# ---- victim_write_buffer ----
Fig. 1: victim_write_buffer, cell area per tile
Drawn at 1.5 px/µm. The die is cut into 28 by 28 equal tiles; black is low, pale yellow is high, 0 to 100% covered.
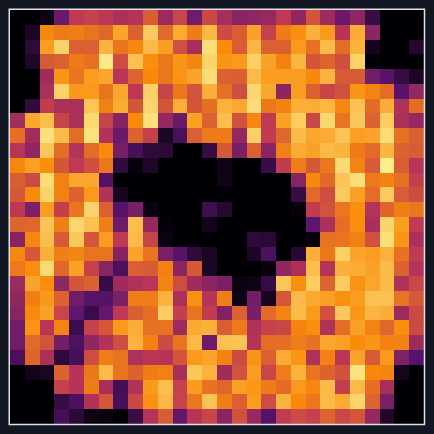

<file path="config.mk">
export PLATFORM = sky130hd
export DESIGN_NAME = victim_write_buffer
export DESIGN_NICKNAME = d
export VERILOG_FILES = /design/src/rtl/lc3b_types.sv /design/src/rtl/victim_buffer_cam.sv /design/src/rtl/victim_write_buffer.sv
export SDC_FILE = /design/constraint.sdc
export NUM_CORES = 2
export LEC_CHECK = 0
export CORE_MARGIN = 2
export CORE_UTILIZATION = 45
export DETAILED_ROUTE_END_ITERATION = 7
export PLACE_DENSITY = 0.75
export SLEW_MARGIN = 20
export SYNTH_ARGS = -nofsm -noshare
export SYNTH_HDL_FRONTEND = slang
export SYNTH_SLANG_ARGS = --single-unit
</file>
<file path="constraint.sdc">
create_clock -name clk -period 29.3 [get_ports clk]
set_clock_uncertainty 0.15 [all_clocks]
set_input_delay 2.93 -clock clk [delete_from_list [all_inputs] [get_ports clk]]
set_output_delay 2.93 -clock clk [all_outputs]
set_load 0.01 [all_outputs]
</file>
<file path="src/rtl/lc3b_types.sv">
// Shared LC-3b memory-system types and the victim write buffer controller states.
package lc3b_types;

    typedef logic [15:0]  lc3b_word;
    typedef logic [127:0] l1_cache_line;

    localparam logic [1:0] ST_IDLE      = 2'd0;
    localparam logic [1:0] ST_READ_MISS = 2'd1;
    localparam logic [1:0] ST_DRAIN     = 2'd2;

endpackage

</file>
<file path="src/rtl/victim_buffer_cam.sv">
// Fully associative address match across all buffer entries.
module victim_buffer_cam #(
    parameter int DEPTH  = 4,
    parameter int ADDR_W = 16
) (
    input  logic [DEPTH-1:0]             valid,
    input  logic [DEPTH-1:0][ADDR_W-1:0] entry_addr,
    input  logic [ADDR_W-1:0]            lookup_addr,
    output logic [DEPTH-1:0]             hit_vec,
    output logic                         hit
);

    // Coalescing keeps addresses unique, so the hit vector is at most one-hot.
    always_comb begin
        hit_vec = '0;
        for (int i = 0; i < DEPTH; i++) begin
            hit_vec[i] = valid[i] && (entry_addr[i] == lookup_addr);
        end
    end

    assign hit = |hit_vec;

endmodule

</file>
<file path="src/rtl/victim_write_buffer.sv">
// Victim write buffer between L1 and physical memory: buffers evicted lines,
// serves read hits from the buffer and drains entries to memory when idle or full.
module victim_write_buffer
    import lc3b_types::*;
#(
    parameter int DEPTH  = 4,
    parameter int ADDR_W = $bits(lc3b_word),
    parameter int LINE_W = $bits(l1_cache_line),
    localparam int CW    = $clog2(DEPTH + 1),
    localparam int PW    = $clog2(DEPTH)
) (
    input  logic              clk,
    input  logic              reset,
    input  logic              source_read,
    input  logic              source_write,
    input  logic [ADDR_W-1:0] source_addr,
    input  logic [LINE_W-1:0] source_data,
    output logic              out_resp,
    output logic [LINE_W-1:0] out_rdata,
    output logic              pmem_read,
    output logic              pmem_write,
    output logic [ADDR_W-1:0] pmem_addr,
    output logic [LINE_W-1:0] pmem_wdata,
    input  logic              pmem_resp,
    input  logic [LINE_W-1:0] pmem_rdata,
    output logic [CW-1:0]     count,
    output logic              full
);

    logic [DEPTH-1:0]             valid_q;
    logic [DEPTH-1:0][ADDR_W-1:0] addr_q;
    logic [DEPTH-1:0][LINE_W-1:0] data_q;
    logic [PW-1:0]                head_q, tail_q;
    logic [CW-1:0]                count_q;
    logic [1:0]                   state_q, state_d;

    logic [DEPTH-1:0]  hit_vec;
    logic              hit;
    logic [LINE_W-1:0] hit_data;
    logic              push, pop, coalesce;

    victim_buffer_cam #(
        .DEPTH  (DEPTH),
        .ADDR_W (ADDR_W)
    ) u_cam (
        .valid       (valid_q),
        .entry_addr  (addr_q),
        .lookup_addr (source_addr),
        .hit_vec     (hit_vec),
        .hit         (hit)
    );

    always_comb begin
        hit_data = '0;
        for (int i = 0; i < DEPTH; i++) begin
            if (hit_vec[i]) hit_data = hit_data | data_q[i];
        end
    end

    assign count = count_q;
    assign full  = (count_q == CW'(DEPTH));

    // Outputs are gated by reset so strobes drop without waiting for a clock edge.
    always_comb begin
        state_d    = state_q;
        push       = 1'b0;
        pop        = 1'b0;
        coalesce   = 1'b0;
        out_resp   = 1'b0;
        out_rdata  = '0;
        pmem_read  = 1'b0;
        pmem_write = 1'b0;
        pmem_addr  = '0;
        pmem_wdata = '0;
        if (!reset) begin
            case (state_q)
                ST_IDLE: begin
                    if (source_read) begin
                        if (hit) begin
                            out_resp  = 1'b1;
                            out_rdata = hit_data;
                        end else begin
                            pmem_read = 1'b1;
                            pmem_addr = source_addr;
                            out_resp  = pmem_resp;
                            out_rdata = pmem_rdata;
                            if (!pmem_resp) state_d = ST_READ_MISS;
                        end
                    end else if (source_write) begin
                        if (hit) begin
                            coalesce = 1'b1;
                            out_resp = 1'b1;
                        end else if (!full) begin
                            push     = 1'b1;
                            out_resp = 1'b1;
                        end else begin
                            state_d = ST_DRAIN;
                        end
                    end else if (count_q != '0) begin
                        state_d = ST_DRAIN;
                    end
                end
                ST_READ_MISS: begin
                    pmem_read = 1'b1;
                    pmem_addr = source_addr;
                    if (pmem_resp) begin
                        out_resp  = 1'b1;
                        out_rdata = pmem_rdata;
                        state_d   = ST_IDLE;
                    end
                end
                ST_DRAIN: begin
                    pmem_write = 1'b1;
                    pmem_addr  = addr_q[head_q];
                    pmem_wdata = data_q[head_q];
                    if (pmem_resp) begin
                        pop     = 1'b1;
                        state_d = ST_IDLE;
                    end
                end
                default: state_d = ST_IDLE;
            endcase
        end
    end

    always_ff @(posedge clk or posedge reset) begin
        if (reset) begin
            valid_q <= '0;
            addr_q  <= '0;
            data_q  <= '0;
            head_q  <= '0;
            tail_q  <= '0;
            count_q <= '0;
            state_q <= ST_IDLE;
        end else begin
            state_q <= state_d;
            if (push) begin
                valid_q[tail_q] <= 1'b1;
                addr_q[tail_q]  <= source_addr;
                data_q[tail_q]  <= source_data;
                tail_q          <= tail_q + 1'b1;
                count_q         <= count_q + 1'b1;
            end
            if (coalesce) begin
                for (int i = 0; i < DEPTH; i++) begin
                    if (hit_vec[i]) data_q[i] <= source_data;
                end
            end
            if (pop) begin
                valid_q[head_q] <= 1'b0;
                head_q          <= head_q + 1'b1;
                count_q         <= count_q - 1'b1;
            end
        end
    end

endmodule

</file>
# ---- scope_capture_scheduler_flat ----
## src/rtl/scope_capture_scheduler_if.sv

```systemverilog
// Signal bundle between the scope capture scheduler and its sample source,
// raster timing and the dual-bank sample RAM.
interface scope_capture_scheduler_if;
  logic [15:0] H_count_Value;
  logic [15:0] V_count_Value;
  logic        adc_valid;
  logic [7:0]  adc_data;
  logic [7:0]  trig_level;
  logic        trig_rising;
  logic        single_shot;
  logic        arm;
  logic        ram_en;
  logic        ram_we;
  logic [10:0] ram_addr;
  logic [7:0]  ram_wdata;
  logic        disp_active;
  logic        frame_valid;
  logic        capturing;
  logic        overflow;

  modport master (
    output H_count_Value, V_count_Value, adc_valid, adc_data,
           trig_level, trig_rising, single_shot, arm,
    input  ram_en, ram_we, ram_addr, ram_wdata,
           disp_active, frame_valid, capturing, overflow
  );

  modport slave (
    input  H_count_Value, V_count_Value, adc_valid, adc_data,
           trig_level, trig_rising, single_shot, arm,
    output ram_en, ram_we, ram_addr, ram_wdata,
           disp_active, frame_valid, capturing, overflow
  );
endinterface

```

## src/rtl/scope_capture_scheduler.sv

```systemverilog
// Triggered ADC capture into the back bank of a ping-pong sample RAM, sharing the
// RAM port with the VGA display reader, which always wins arbitration.
module scope_capture_scheduler #(
  parameter int N_SAMPLES   = 640,
  parameter int FIFO_DEPTH  = 16,
  parameter int H_ACT_START = 144,
  parameter int H_ACT_END   = 783,
  parameter int V_ACT_START = 35,
  parameter int V_ACT_END   = 514,
  parameter int H_MAX       = 799,
  parameter int V_MAX       = 524
) (
  input  logic                      clk_25MHz,
  input  logic                      rst_n,
  scope_capture_scheduler_if.slave  bus
);
  localparam int PW = (FIFO_DEPTH > 1) ? $clog2(FIFO_DEPTH) : 1;
  localparam int CW = $clog2(FIFO_DEPTH + 1);
  localparam logic [15:0] H_S  = 16'(H_ACT_START);
  localparam logic [15:0] H_E  = 16'(H_ACT_END);
  localparam logic [15:0] V_S  = 16'(V_ACT_START);
  localparam logic [15:0] V_E  = 16'(V_ACT_END);
  localparam logic [15:0] H_M  = 16'(H_MAX);
  localparam logic [15:0] V_M  = 16'(V_MAX);
  localparam logic [9:0]  LAST = 10'(N_SAMPLES - 1);
  localparam logic [PW-1:0] PTR_TOP = PW'(FIFO_DEPTH - 1);
  localparam logic [CW-1:0] CNT_FULL = CW'(FIFO_DEPTH);

  typedef enum logic [1:0] {IDLE, ARMED, CAPTURE, DONE} state_t;
  typedef struct packed {
    logic [10:0] tag;
    logic [7:0]  data;
  } fifo_ent_t;

  state_t        state;
  logic          front_bank, back_bank;
  logic          frame_valid_q, overflow_q, prev_valid;
  logic [9:0]    wr_index;
  logic [7:0]    prev_sample;

  fifo_ent_t     mem [FIFO_DEPTH];
  logic [PW-1:0] wr_ptr, rd_ptr;
  logic [CW-1:0] count;

  logic          disp_active, frame_end;
  logic          fifo_empty, fifo_full;
  logic          trig_hit, push, push_ok, pop, last_idx;
  logic [9:0]    push_idx, h_off;
  fifo_ent_t     push_ent, head;

  assign disp_active = (bus.H_count_Value >= H_S) && (bus.H_count_Value <= H_E) &&
                       (bus.V_count_Value >= V_S) && (bus.V_count_Value <= V_E);
  assign frame_end   = (bus.H_count_Value == H_M) && (bus.V_count_Value == V_M);
  assign h_off       = bus.H_count_Value[9:0] - H_S[9:0];
  assign back_bank   = ~front_bank;

  // The very first sample after arming only seeds prev_sample.
  always_comb begin
    if (bus.trig_rising)
      trig_hit = prev_valid && (prev_sample < bus.trig_level) && (bus.adc_data >= bus.trig_level);
    else
      trig_hit = prev_valid && (prev_sample > bus.trig_level) && (bus.adc_data <= bus.trig_level);
  end

  assign push     = bus.adc_valid && (((state == ARMED) && trig_hit) || (state == CAPTURE));
  assign push_idx = (state == ARMED) ? 10'd0 : wr_index;
  assign push_ent = '{tag: {back_bank, push_idx}, data: bus.adc_data};
  assign last_idx = (push_idx == LAST);

  assign fifo_empty = (count == '0);
  assign fifo_full  = (count == CNT_FULL);
  assign push_ok    = push && !fifo_full;
  assign pop        = !disp_active && !fifo_empty;
  assign head       = mem[rd_ptr];

  always_ff @(posedge clk_25MHz) begin
    if (push_ok) mem[wr_ptr] <= push_ent;
  end

  // A push into a full FIFO is dropped even if a pop frees a slot in the same cycle.
  always_ff @(posedge clk_25MHz or negedge rst_n) begin
    if (!rst_n) begin
      wr_ptr <= '0;
      rd_ptr <= '0;
      count  <= '0;
    end else begin
      if (push_ok) wr_ptr <= (wr_ptr == PTR_TOP) ? '0 : wr_ptr + 1'b1;
      if (pop)     rd_ptr <= (rd_ptr == PTR_TOP) ? '0 : rd_ptr + 1'b1;
      count <= count + CW'(push_ok) - CW'(pop);
    end
  end

  // wr_index advances on dropped samples too, so a drop leaves a hole rather
  // than shifting later samples out of time alignment.
  always_ff @(posedge clk_25MHz or negedge rst_n) begin
    if (!rst_n) begin
      state         <= IDLE;
      front_bank    <= 1'b0;
      wr_index      <= '0;
      prev_sample   <= '0;
      prev_valid    <= 1'b0;
      frame_valid_q <= 1'b0;
      overflow_q    <= 1'b0;
    end else begin
      if (push && fifo_full) overflow_q <= 1'b1;
      if (bus.adc_valid && ((state == ARMED) || (state == CAPTURE))) begin
        prev_sample <= bus.adc_data;
        prev_valid  <= 1'b1;
      end
      case (state)
        IDLE: begin
          if (bus.arm || (frame_end && !bus.single_shot)) begin
            state      <= ARMED;
            prev_valid <= 1'b0;
          end
        end
        ARMED: begin
          if (push) begin
            wr_index <= last_idx ? 10'd0 : 10'd1;
            state    <= last_idx ? DONE : CAPTURE;
          end
        end
        CAPTURE: begin
          if (bus.adc_valid) begin
            if (last_idx) begin
              wr_index <= '0;
              state    <= DONE;
            end else begin
              wr_index <= wr_index + 10'd1;
            end
          end
        end
        DONE: begin
          if (frame_end && fifo_empty) begin
            front_bank    <= ~front_bank;
            frame_valid_q <= 1'b1;
            prev_valid    <= 1'b0;
            state         <= bus.single_shot ? IDLE : ARMED;
          end
        end
        default: state <= IDLE;
      endcase
    end
  end

  // RAM port is held quiet during reset even when the raster is in the active area.
  always_comb begin
    bus.ram_en    = 1'b0;
    bus.ram_we    = 1'b0;
    bus.ram_addr  = '0;
    bus.ram_wdata = '0;
    if (rst_n) begin
      if (disp_active) begin
        bus.ram_en   = 1'b1;
        bus.ram_addr = {front_bank, h_off};
      end else if (!fifo_empty) begin
        bus.ram_en    = 1'b1;
        bus.ram_we    = 1'b1;
        bus.ram_addr  = head.tag;
        bus.ram_wdata = head.data;
      end
    end
  end

  assign bus.disp_active = disp_active;
  assign bus.frame_valid = frame_valid_q;
  assign bus.capturing   = (state == CAPTURE);
  assign bus.overflow    = overflow_q;

endmodule
```

## src/flat_wrapper.sv

```systemverilog
// flat-port wrapper written by rule: the top's interface ports become plain ports
module scope_capture_scheduler_flat 
#(
  parameter int N_SAMPLES   = 640,
  parameter int FIFO_DEPTH  = 16,
  parameter int H_ACT_START = 144,
  parameter int H_ACT_END   = 783,
  parameter int V_ACT_START = 35,
  parameter int V_ACT_END   = 514,
  parameter int H_MAX       = 799,
  parameter int V_MAX       = 524
)
  (clk_25MHz, rst_n, bus_H_count_Value, bus_V_count_Value, bus_adc_valid, bus_adc_data, bus_trig_level, bus_trig_rising, bus_single_shot, bus_arm, bus_ram_en, bus_ram_we, bus_ram_addr, bus_ram_wdata, bus_disp_active, bus_frame_valid, bus_capturing, bus_overflow);
  scope_capture_scheduler_if bus_i ();
  input  logic clk_25MHz;
  input  logic rst_n;
  input wire logic [$bits(bus_i.H_count_Value)-1:0] bus_H_count_Value;
  input wire logic [$bits(bus_i.V_count_Value)-1:0] bus_V_count_Value;
  input wire logic [$bits(bus_i.adc_valid)-1:0] bus_adc_valid;
  input wire logic [$bits(bus_i.adc_data)-1:0] bus_adc_data;
  input wire logic [$bits(bus_i.trig_level)-1:0] bus_trig_level;
  input wire logic [$bits(bus_i.trig_rising)-1:0] bus_trig_rising;
  input wire logic [$bits(bus_i.single_shot)-1:0] bus_single_shot;
  input wire logic [$bits(bus_i.arm)-1:0] bus_arm;
  output wire logic [$bits(bus_i.ram_en)-1:0] bus_ram_en;
  output wire logic [$bits(bus_i.ram_we)-1:0] bus_ram_we;
  output wire logic [$bits(bus_i.ram_addr)-1:0] bus_ram_addr;
  output wire logic [$bits(bus_i.ram_wdata)-1:0] bus_ram_wdata;
  output wire logic [$bits(bus_i.disp_active)-1:0] bus_disp_active;
  output wire logic [$bits(bus_i.frame_valid)-1:0] bus_frame_valid;
  output wire logic [$bits(bus_i.capturing)-1:0] bus_capturing;
  output wire logic [$bits(bus_i.overflow)-1:0] bus_overflow;
  assign bus_i.H_count_Value = bus_H_count_Value;
  assign bus_i.V_count_Value = bus_V_count_Value;
  assign bus_i.adc_valid = bus_adc_valid;
  assign bus_i.adc_data = bus_adc_data;
  assign bus_i.trig_level = bus_trig_level;
  assign bus_i.trig_rising = bus_trig_rising;
  assign bus_i.single_shot = bus_single_shot;
  assign bus_i.arm = bus_arm;
  assign bus_ram_en = bus_i.ram_en;
  assign bus_ram_we = bus_i.ram_we;
  assign bus_ram_addr = bus_i.ram_addr;
  assign bus_ram_wdata = bus_i.ram_wdata;
  assign bus_disp_active = bus_i.disp_active;
  assign bus_frame_valid = bus_i.frame_valid;
  assign bus_capturing = bus_i.capturing;
  assign bus_overflow = bus_i.overflow;
  scope_capture_scheduler #(.N_SAMPLES(N_SAMPLES), .FIFO_DEPTH(FIFO_DEPTH), .H_ACT_START(H_ACT_START), .H_ACT_END(H_ACT_END), .V_ACT_START(V_ACT_START), .V_ACT_END(V_ACT_END), .H_MAX(H_MAX), .V_MAX(V_MAX)) u_core (.clk_25MHz(clk_25MHz), .rst_n(rst_n), .bus(bus_i));
endmodule
```

## config.mk

```make
export PLATFORM = sky130hd
export DESIGN_NAME = scope_capture_scheduler_flat
export DESIGN_NICKNAME = d
export VERILOG_FILES = /design/src/rtl/scope_capture_scheduler_if.sv /design/src/rtl/scope_capture_scheduler.sv /design/src/flat_wrapper.sv
export SDC_FILE = /design/constraint.sdc
export NUM_CORES = 1
export LEC_CHECK = 0
export CELL_PAD_IN_SITES_DETAIL_PLACEMENT = 0
export CELL_PAD_IN_SITES_GLOBAL_PLACEMENT = 1
export CORE_UTILIZATION = 50
export CTS_CLUSTER_DIAMETER = 30
export DETAILED_ROUTE_END_ITERATION = 10
export GPL_TIMING_DRIVEN = 0
export PLACE_DENSITY = 0.85
export SLEW_MARGIN = 20
export SYNTH_ARGS = -nofsm -noshare
export SYNTH_HDL_FRONTEND = slang
export SYNTH_SLANG_ARGS = --single-unit
```

## constraint.sdc

```tcl
create_clock -name clk_25MHz -period 7.8 [get_ports clk_25MHz]
set_clock_uncertainty 0.1 [all_clocks]
set_input_delay 1.95 -clock clk_25MHz [delete_from_list [all_inputs] [get_ports clk_25MHz]]
set_output_delay 1.95 -clock clk_25MHz [all_outputs]
set_load 0.1 [all_outputs]
```

Fig. 2: scope_capture_scheduler_flat, cell area per tile
Drawn at 2 px/µm. The die is cut into 17 by 17 equal tiles; black is low, pale yellow is high, 0 to 100% covered.
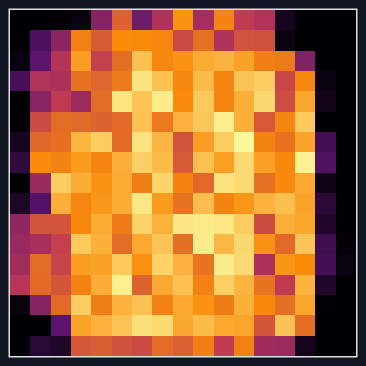
tiles over 75% full: 38%
nearly empty tiles: 12%
mean over tiles: 58%
fullest tile: 98%
emptiest ninth of the die: top right

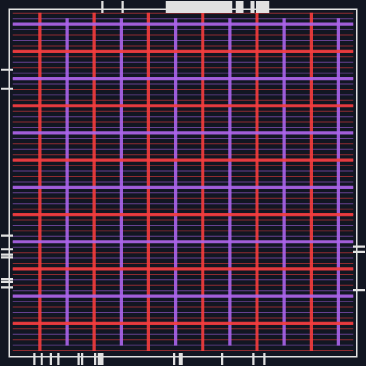
Fig. 3. Supply network (scope_capture_scheduler_flat).
Drawn at 2 px/µm. Pins as bars on the die edge.
legend:
  purple:
    net: VDD
  red:
    net: VSS
signal pins: 79
rows: 62
met1 rails: 63
core area: 28700 µm²
worst vdd rail ir drop: 0.000229 V
height of the chip: 173 µm

==> Changelog: implementation, scope_capture_scheduler_flat <==
### Implementation results

- GP Congestion: 0.778
- TritonCTS Sinks: 341
- Seq_cells: about 340
- Inverter count: roughly 40
- Outcome: finished clean
- Leading cell types by count after synthesis: sky130_fd_sc_hd__edfxtp_1, sky130_fd_sc_hd__mux4_2, sky130_fd_sc_hd__inv_1
- Total wire length: approximately 36 mm
- Antenna cells: 0
- Dominant register cell in the synthesized netlist: sky130_fd_sc_hd__edfxtp_1
- CTS H-Tree Depth: 2
- Io pins: ~79
- Combinational group share of total power: between 30 and 40%
- CP Max Fanout: 10
- Commonest non-fill, non-tap cell in the layout: sky130_fd_sc_hd__edfxtp_1
- Post-cts hold buffer count: 0
- Dominant cell type by area after synthesis: sky130_fd_sc_hd__edfxtp_1
- Synth warn: 0
- Part of the total power dissipated in sequential elements: 31.3%
- Final hold slack: 0.354 ns
- Power of the clock network: 2.59 mW
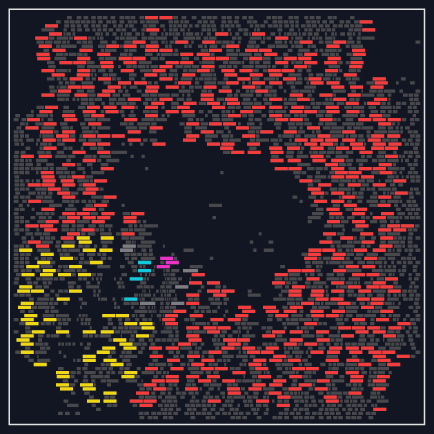
Fig. 4. Sequential cells grouped by signal name (victim_write_buffer).
Drawn at 1.5 px/µm. Other sequential cells in the stronger grey, the rest of the logic in the fainter grey.
legend:
  cyan:
    name_in_the_netlist: `valid_q`
    sequential_cells: 4
  magenta:
    name_in_the_netlist: `count`
    sequential_cells: 3
  yellow:
    name_in_the_netlist: `addr_q`
    sequential_cells: 64
    where: bottom left
  red:
    name_in_the_netlist: `data_q`
    sequential_cells: 512
    where: all over the die
not coloured: 6
register share of the cell area: 36.0%
Sequential cell area: 14700 µm²

Notes on Fig. 1 above:
fullest tile: 96%
tiles over 75% full: 27%
nearly empty tiles: 13%
emptiest ninth of the die: middle
mean over tiles: 52%
core occupancy in the finished layout: 56.1%
pre-placement core utilization: 45.5%
core area: 73100 µm²

==> Changelog: implementation, victim_write_buffer <==
### Implementation results

- Min-Delay Startpoint: count[2]$_DFFE_PP0P_
- Post-route ant nets: 0
- Non-clk buf share: 14.3%
- Post-route fraction of the period consumed by the critical path: 37.4%
- Min Clock Period, post-route: ~11 ns
- Startpoint Class: input pin
- Count of unresolved DRC violations after routing: 68
- Register-to-register setup slack: about 25 ns
- Clock network contribution to total cell area: 5.33%
- Main logic family after synthesis: multiplexers
- Power of the clock network: between 0.8 and 0.9 mW
- Dpl cells: around 3600
- Height of the chip: 276 µm
- Failing checks: DRC
- Max FFs per register: about 510
- TritonCTS Sinks: 589
- Worst path required time: ~26 ns
- Wire length on met3: ~6.4 mm
- Fraction of final layout cells with drive strength greater than 1: 29.5%
- Synth warn: 0
- Outcome: finished with violations
- Antenna violations before repair: 15

# ---- wb_master_mux ----
**src/rtl/wb_bus_pkg.sv**
```systemverilog
// wb_bus_pkg: shared constants, state encoding and grant decoding for the Wishbone master mux
package wb_bus_pkg;
  localparam int NUM_MASTERS = 5;
  localparam int MIDX_W = 3;
  typedef enum logic [1:0] {
    ST_IDLE    = 2'd0,
    ST_OWNED   = 2'd1,
    ST_TIMEOUT = 2'd2
  } state_t;
  typedef struct packed {
    logic              valid;
    logic [MIDX_W-1:0] idx;
  } oh_idx_t;
  function automatic oh_idx_t onehot_to_idx(input logic [NUM_MASTERS-1:0] v);
    oh_idx_t r;
    r.valid = $onehot(v);
    r.idx = '0;
    for (int i = 0; i < NUM_MASTERS; i++) if (v[i]) r.idx = MIDX_W'(i);
    return r;
  endfunction
endpackage

```
**src/rtl/wb_bus_watchdog.sv**
```systemverilog
// wb_bus_watchdog: counts consecutive stalled strobe cycles and flags the terminal count
module wb_bus_watchdog #(
  parameter int TO_CYCLES = 255
) (
  input  logic clk,
  input  logic rst,
  input  logic run,
  output logic tc
);
  localparam int CW = $clog2(TO_CYCLES + 1);
  logic [CW-1:0] cnt_q, cnt_d;
  // terminal count only fires on a still-stalled cycle, so a late ack/err wins
  always_comb begin
    tc = run && (cnt_q == CW'(TO_CYCLES));
    cnt_d = (run && !tc) ? cnt_q + CW'(1) : '0;
  end
  // stall counter register
  always_ff @(posedge clk) begin
    if (rst) cnt_q <= '0;
    else cnt_q <= cnt_d;
  end
endmodule

```
**src/rtl/wb_master_mux.sv**
```systemverilog
// wb_master_mux: latches the arbiter grant and routes the owning master onto the shared bus; WB_MUX_TIMEOUT_EN adds a stall watchdog
module wb_master_mux
  import wb_bus_pkg::*;
#(
  parameter int AW = 32,
  parameter int DW = 32,
  parameter int TO_CYCLES = 255
) (
  input  logic                        clk,
  input  logic                        rst,
  output logic [NUM_MASTERS-1:0]      rqst_o,
  input  logic [NUM_MASTERS-1:0]      gnt_i,
  input  logic [NUM_MASTERS-1:0]      m_cyc_i,
  input  logic [NUM_MASTERS-1:0]      m_stb_i,
  input  logic [NUM_MASTERS-1:0]      m_we_i,
  input  logic [NUM_MASTERS*AW-1:0]   m_adr_i,
  input  logic [NUM_MASTERS*DW-1:0]   m_dat_i,
  input  logic [NUM_MASTERS*DW/8-1:0] m_sel_i,
  output logic [DW-1:0]               m_dat_o,
  output logic [NUM_MASTERS-1:0]      m_ack_o,
  output logic [NUM_MASTERS-1:0]      m_err_o,
  output logic                        s_cyc_o,
  output logic                        s_stb_o,
  output logic                        s_we_o,
  output logic [AW-1:0]               s_adr_o,
  output logic [DW-1:0]               s_dat_o,
  output logic [DW/8-1:0]             s_sel_o,
  input  logic [DW-1:0]               s_dat_i,
  input  logic                        s_ack_i,
  input  logic                        s_err_i
);
  localparam int SW = DW / 8;
  state_t                 state_q, state_d;
  logic [MIDX_W-1:0]      own_q, own_d;
  logic [NUM_MASTERS-1:0] own_oh;
  oh_idx_t                gi;
  logic                   owned, tmo, own_cyc, take, run, tc;
  assign rqst_o  = m_cyc_i;
  assign m_dat_o = s_dat_i;
  assign run     = s_stb_o & ~s_ack_i & ~s_err_i;
  // route the owner onto the slave bus and steer the response back to it alone
  always_comb begin
    owned   = state_q == ST_OWNED;
    tmo     = state_q == ST_TIMEOUT;
    own_cyc = m_cyc_i[own_q];
    own_oh  = NUM_MASTERS'(1) << own_q;
    s_cyc_o = owned & own_cyc;
    s_stb_o = s_cyc_o & m_stb_i[own_q];
    s_we_o  = owned & m_we_i[own_q];
    s_adr_o = owned ? m_adr_i[int'(own_q)*AW +: AW] : '0;
    s_dat_o = owned ? m_dat_i[int'(own_q)*DW +: DW] : '0;
    s_sel_o = owned ? m_sel_i[int'(own_q)*SW +: SW] : '0;
    m_ack_o = (owned && s_ack_i) ? own_oh : '0;
    m_err_o = ((owned && s_err_i) || tmo) ? own_oh : '0;
  end
  // take ownership on a clean one-hot grant, hold it until the owner drops cyc or stalls out
  always_comb begin
    gi      = onehot_to_idx(gnt_i);
    take    = state_q == ST_IDLE && gi.valid && m_cyc_i[gi.idx];
    own_d   = take ? gi.idx : own_q;
    state_d = take ? ST_OWNED
            : state_q == ST_OWNED ? (!m_cyc_i[own_q] ? ST_IDLE : tc ? ST_TIMEOUT : ST_OWNED)
            : ST_IDLE;
  end
  // state and owner registers
  always_ff @(posedge clk) begin
    if (rst) begin
      state_q <= ST_IDLE;
      own_q   <= '0;
    end else begin
      state_q <= state_d;
      own_q   <= own_d;
    end
  end
`ifdef WB_MUX_TIMEOUT_EN
  wb_bus_watchdog #(.TO_CYCLES(TO_CYCLES)) u_wdog (
    .clk(clk),
    .rst(rst),
    .run(run),
    .tc (tc)
  );
`else
  logic unused_wdog;
  assign tc = 1'b0;
  assign unused_wdog = run & (TO_CYCLES > 0);
`endif
endmodule

```
**config.mk**
```make
export PLATFORM = sky130hd
export DESIGN_NAME = wb_master_mux
export DESIGN_NICKNAME = d
export VERILOG_FILES = /design/src/rtl/wb_bus_pkg.sv /design/src/rtl/wb_bus_watchdog.sv /design/src/rtl/wb_master_mux.sv
export SDC_FILE = /design/constraint.sdc
export NUM_CORES = 1
export LEC_CHECK = 0
export CAP_MARGIN = 5
export CORE_AREA = 4 4 197 199
export CTS_BUF_LIST = sky130_fd_sc_hd__clkbuf_8
export CTS_CLUSTER_DIAMETER = 100
export DETAILED_ROUTE_END_ITERATION = 10
export DIE_AREA = 0 0 201 203
export PLACE_DENSITY = 0.42
export RECOVER_POWER = 100
export SLEW_MARGIN = 5
export SYNTH_ARGS = -nofsm -noshare
export SYNTH_HDL_FRONTEND = slang
export SYNTH_HIERARCHICAL = 1
export SYNTH_SLANG_ARGS = --single-unit
```
**constraint.sdc**
```tcl
create_clock -name clk -period 3.13 [get_ports clk]
set_input_delay 0.626 -clock clk [delete_from_list [all_inputs] [get_ports clk]]
set_output_delay 0.626 -clock clk [all_outputs]
set_load 0.02 [all_outputs]
```
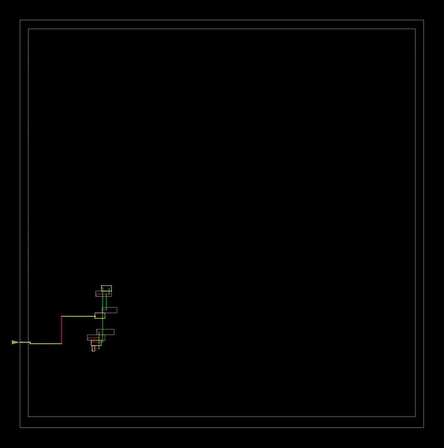
Fig. 5. Clock wiring as the flow saved it (wb_master_mux).
TritonCTS Sinks: 4
worst clock skew: 0.00410 ns
power of the clock network: 0.112 mW
seq_cells: 4
total CTS buffers: 3

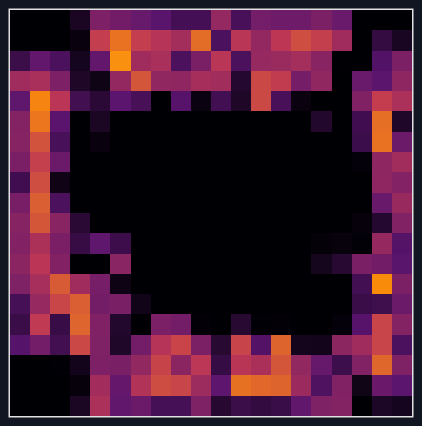
Fig. 6. Cell area per tile (wb_master_mux).
Drawn at 2 px/µm. The die is cut into 20 by 20 equal tiles; black is low, pale yellow is high, 0 to 100% covered.
emptiest ninth of the die: middle
mean over tiles: 20%
nearly empty tiles: 41%
tiles over 75% full: 0.30%
fullest tile: 76%
core occupancy in the finished layout: 23.0%
core area: 37200 µm²
pre-placement core utilization: 9.60%

==> Changelog: implementation <==
### Implementation results

- Flops after synth: 4
- Logic depth of the worst register-to-register path: 5
- Fraction of final layout cells with drive strength greater than 1: between 10% and 20%
- Buffering stage count on the worst path with inverters included: 2
- OpenROAD warning count: 27
- Clock root buffer master: sky130_fd_sc_hd__clkbuf_8
- Reg-to-reg startpoint: own_q[1]$_SDFFE_PP0P_
- Number of nets produced by synthesis: between 700 and 800
- Fa+ha+maj area frac: ~1.5%
- Slowest cell on the critical path: sky130_fd_sc_hd__clkdlybuf4s50_1
- Setup slack at placement: -0.203 ns
- RSZ-0062 raised after global routing: true
- Number of cell rows: 71
- M1 WL: 9.42 mm
- Top Family by Delay on Critical Path: buffers and inverters
- Outcome: finished clean
- Residual overflow from global routing: 0
- Register share of the cell area: under 10%
- Final hold slack: between 0.5 and 0.6 ns
- WP depth: 5
- Via count normalized by instance count: a little under 4
- Yosys simple share: approximately 17%
- Clock network latency to the later pin of the worst-skew pair: ~0.22 ns
- Worst path required time: roughly 2.5 ns
- Synth Seq Share: under 10%
- Well-Tap Cells: between 400 and 500
- Complex Gates by Area: between 10% and 20%
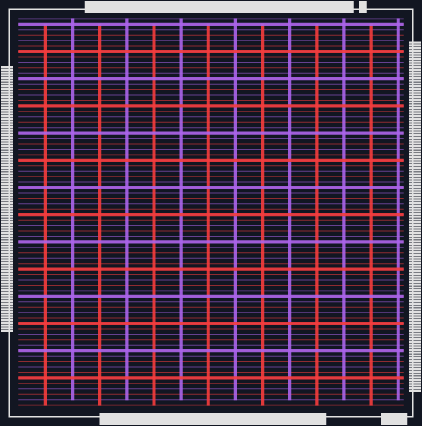
Fig. 7. Supply network (wb_master_mux).
Drawn at 2 px/µm. Pins as bars on the die edge.
legend:
  red:
    net: VSS
  purple:
    net: VDD
rows: 71
met1 rails: 72
met5 straps: 14
x dimension of the die: 201 µm
worst vdd rail ir drop: 0.0000935 V
height of the chip: 203 µm



==> layout pictures side by side <==
Signal wires on met2.
image #1
Drawn at 2 px/µm.
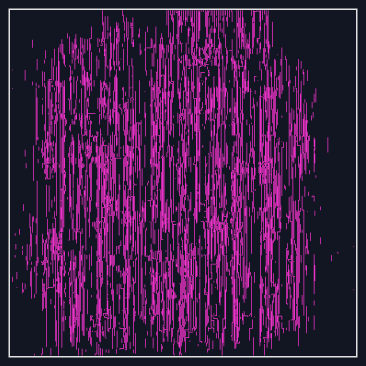
image #2
Drawn at 2 px/µm.
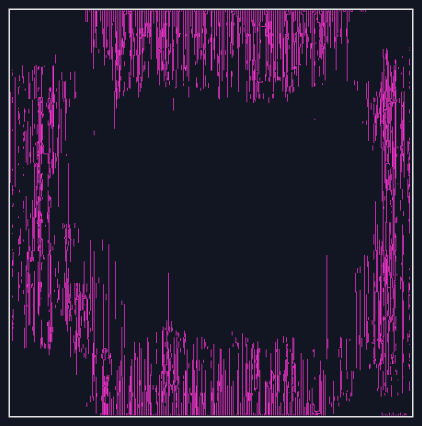
image #3
Drawn at 1.5 px/µm.
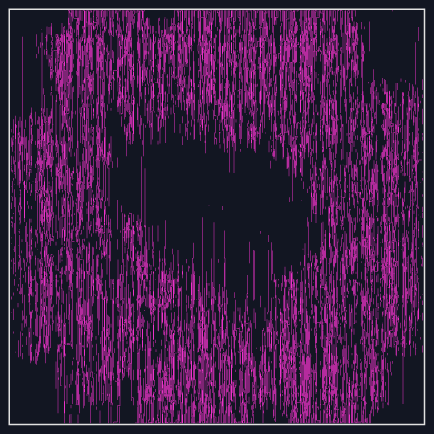
image #1 -> scope_capture_scheduler_flat
image #3 -> victim_write_buffer
image #2 -> wb_master_mux
- smallest die: image #1

Key to image #1:
nets with wire on the layer: 911
wire length on this layer: 18000 µm
main direction: vertical
longest straight run: 91.0 µm
share of all routed wire: 50%

Power is estimated from default activity; no workload was simulated.
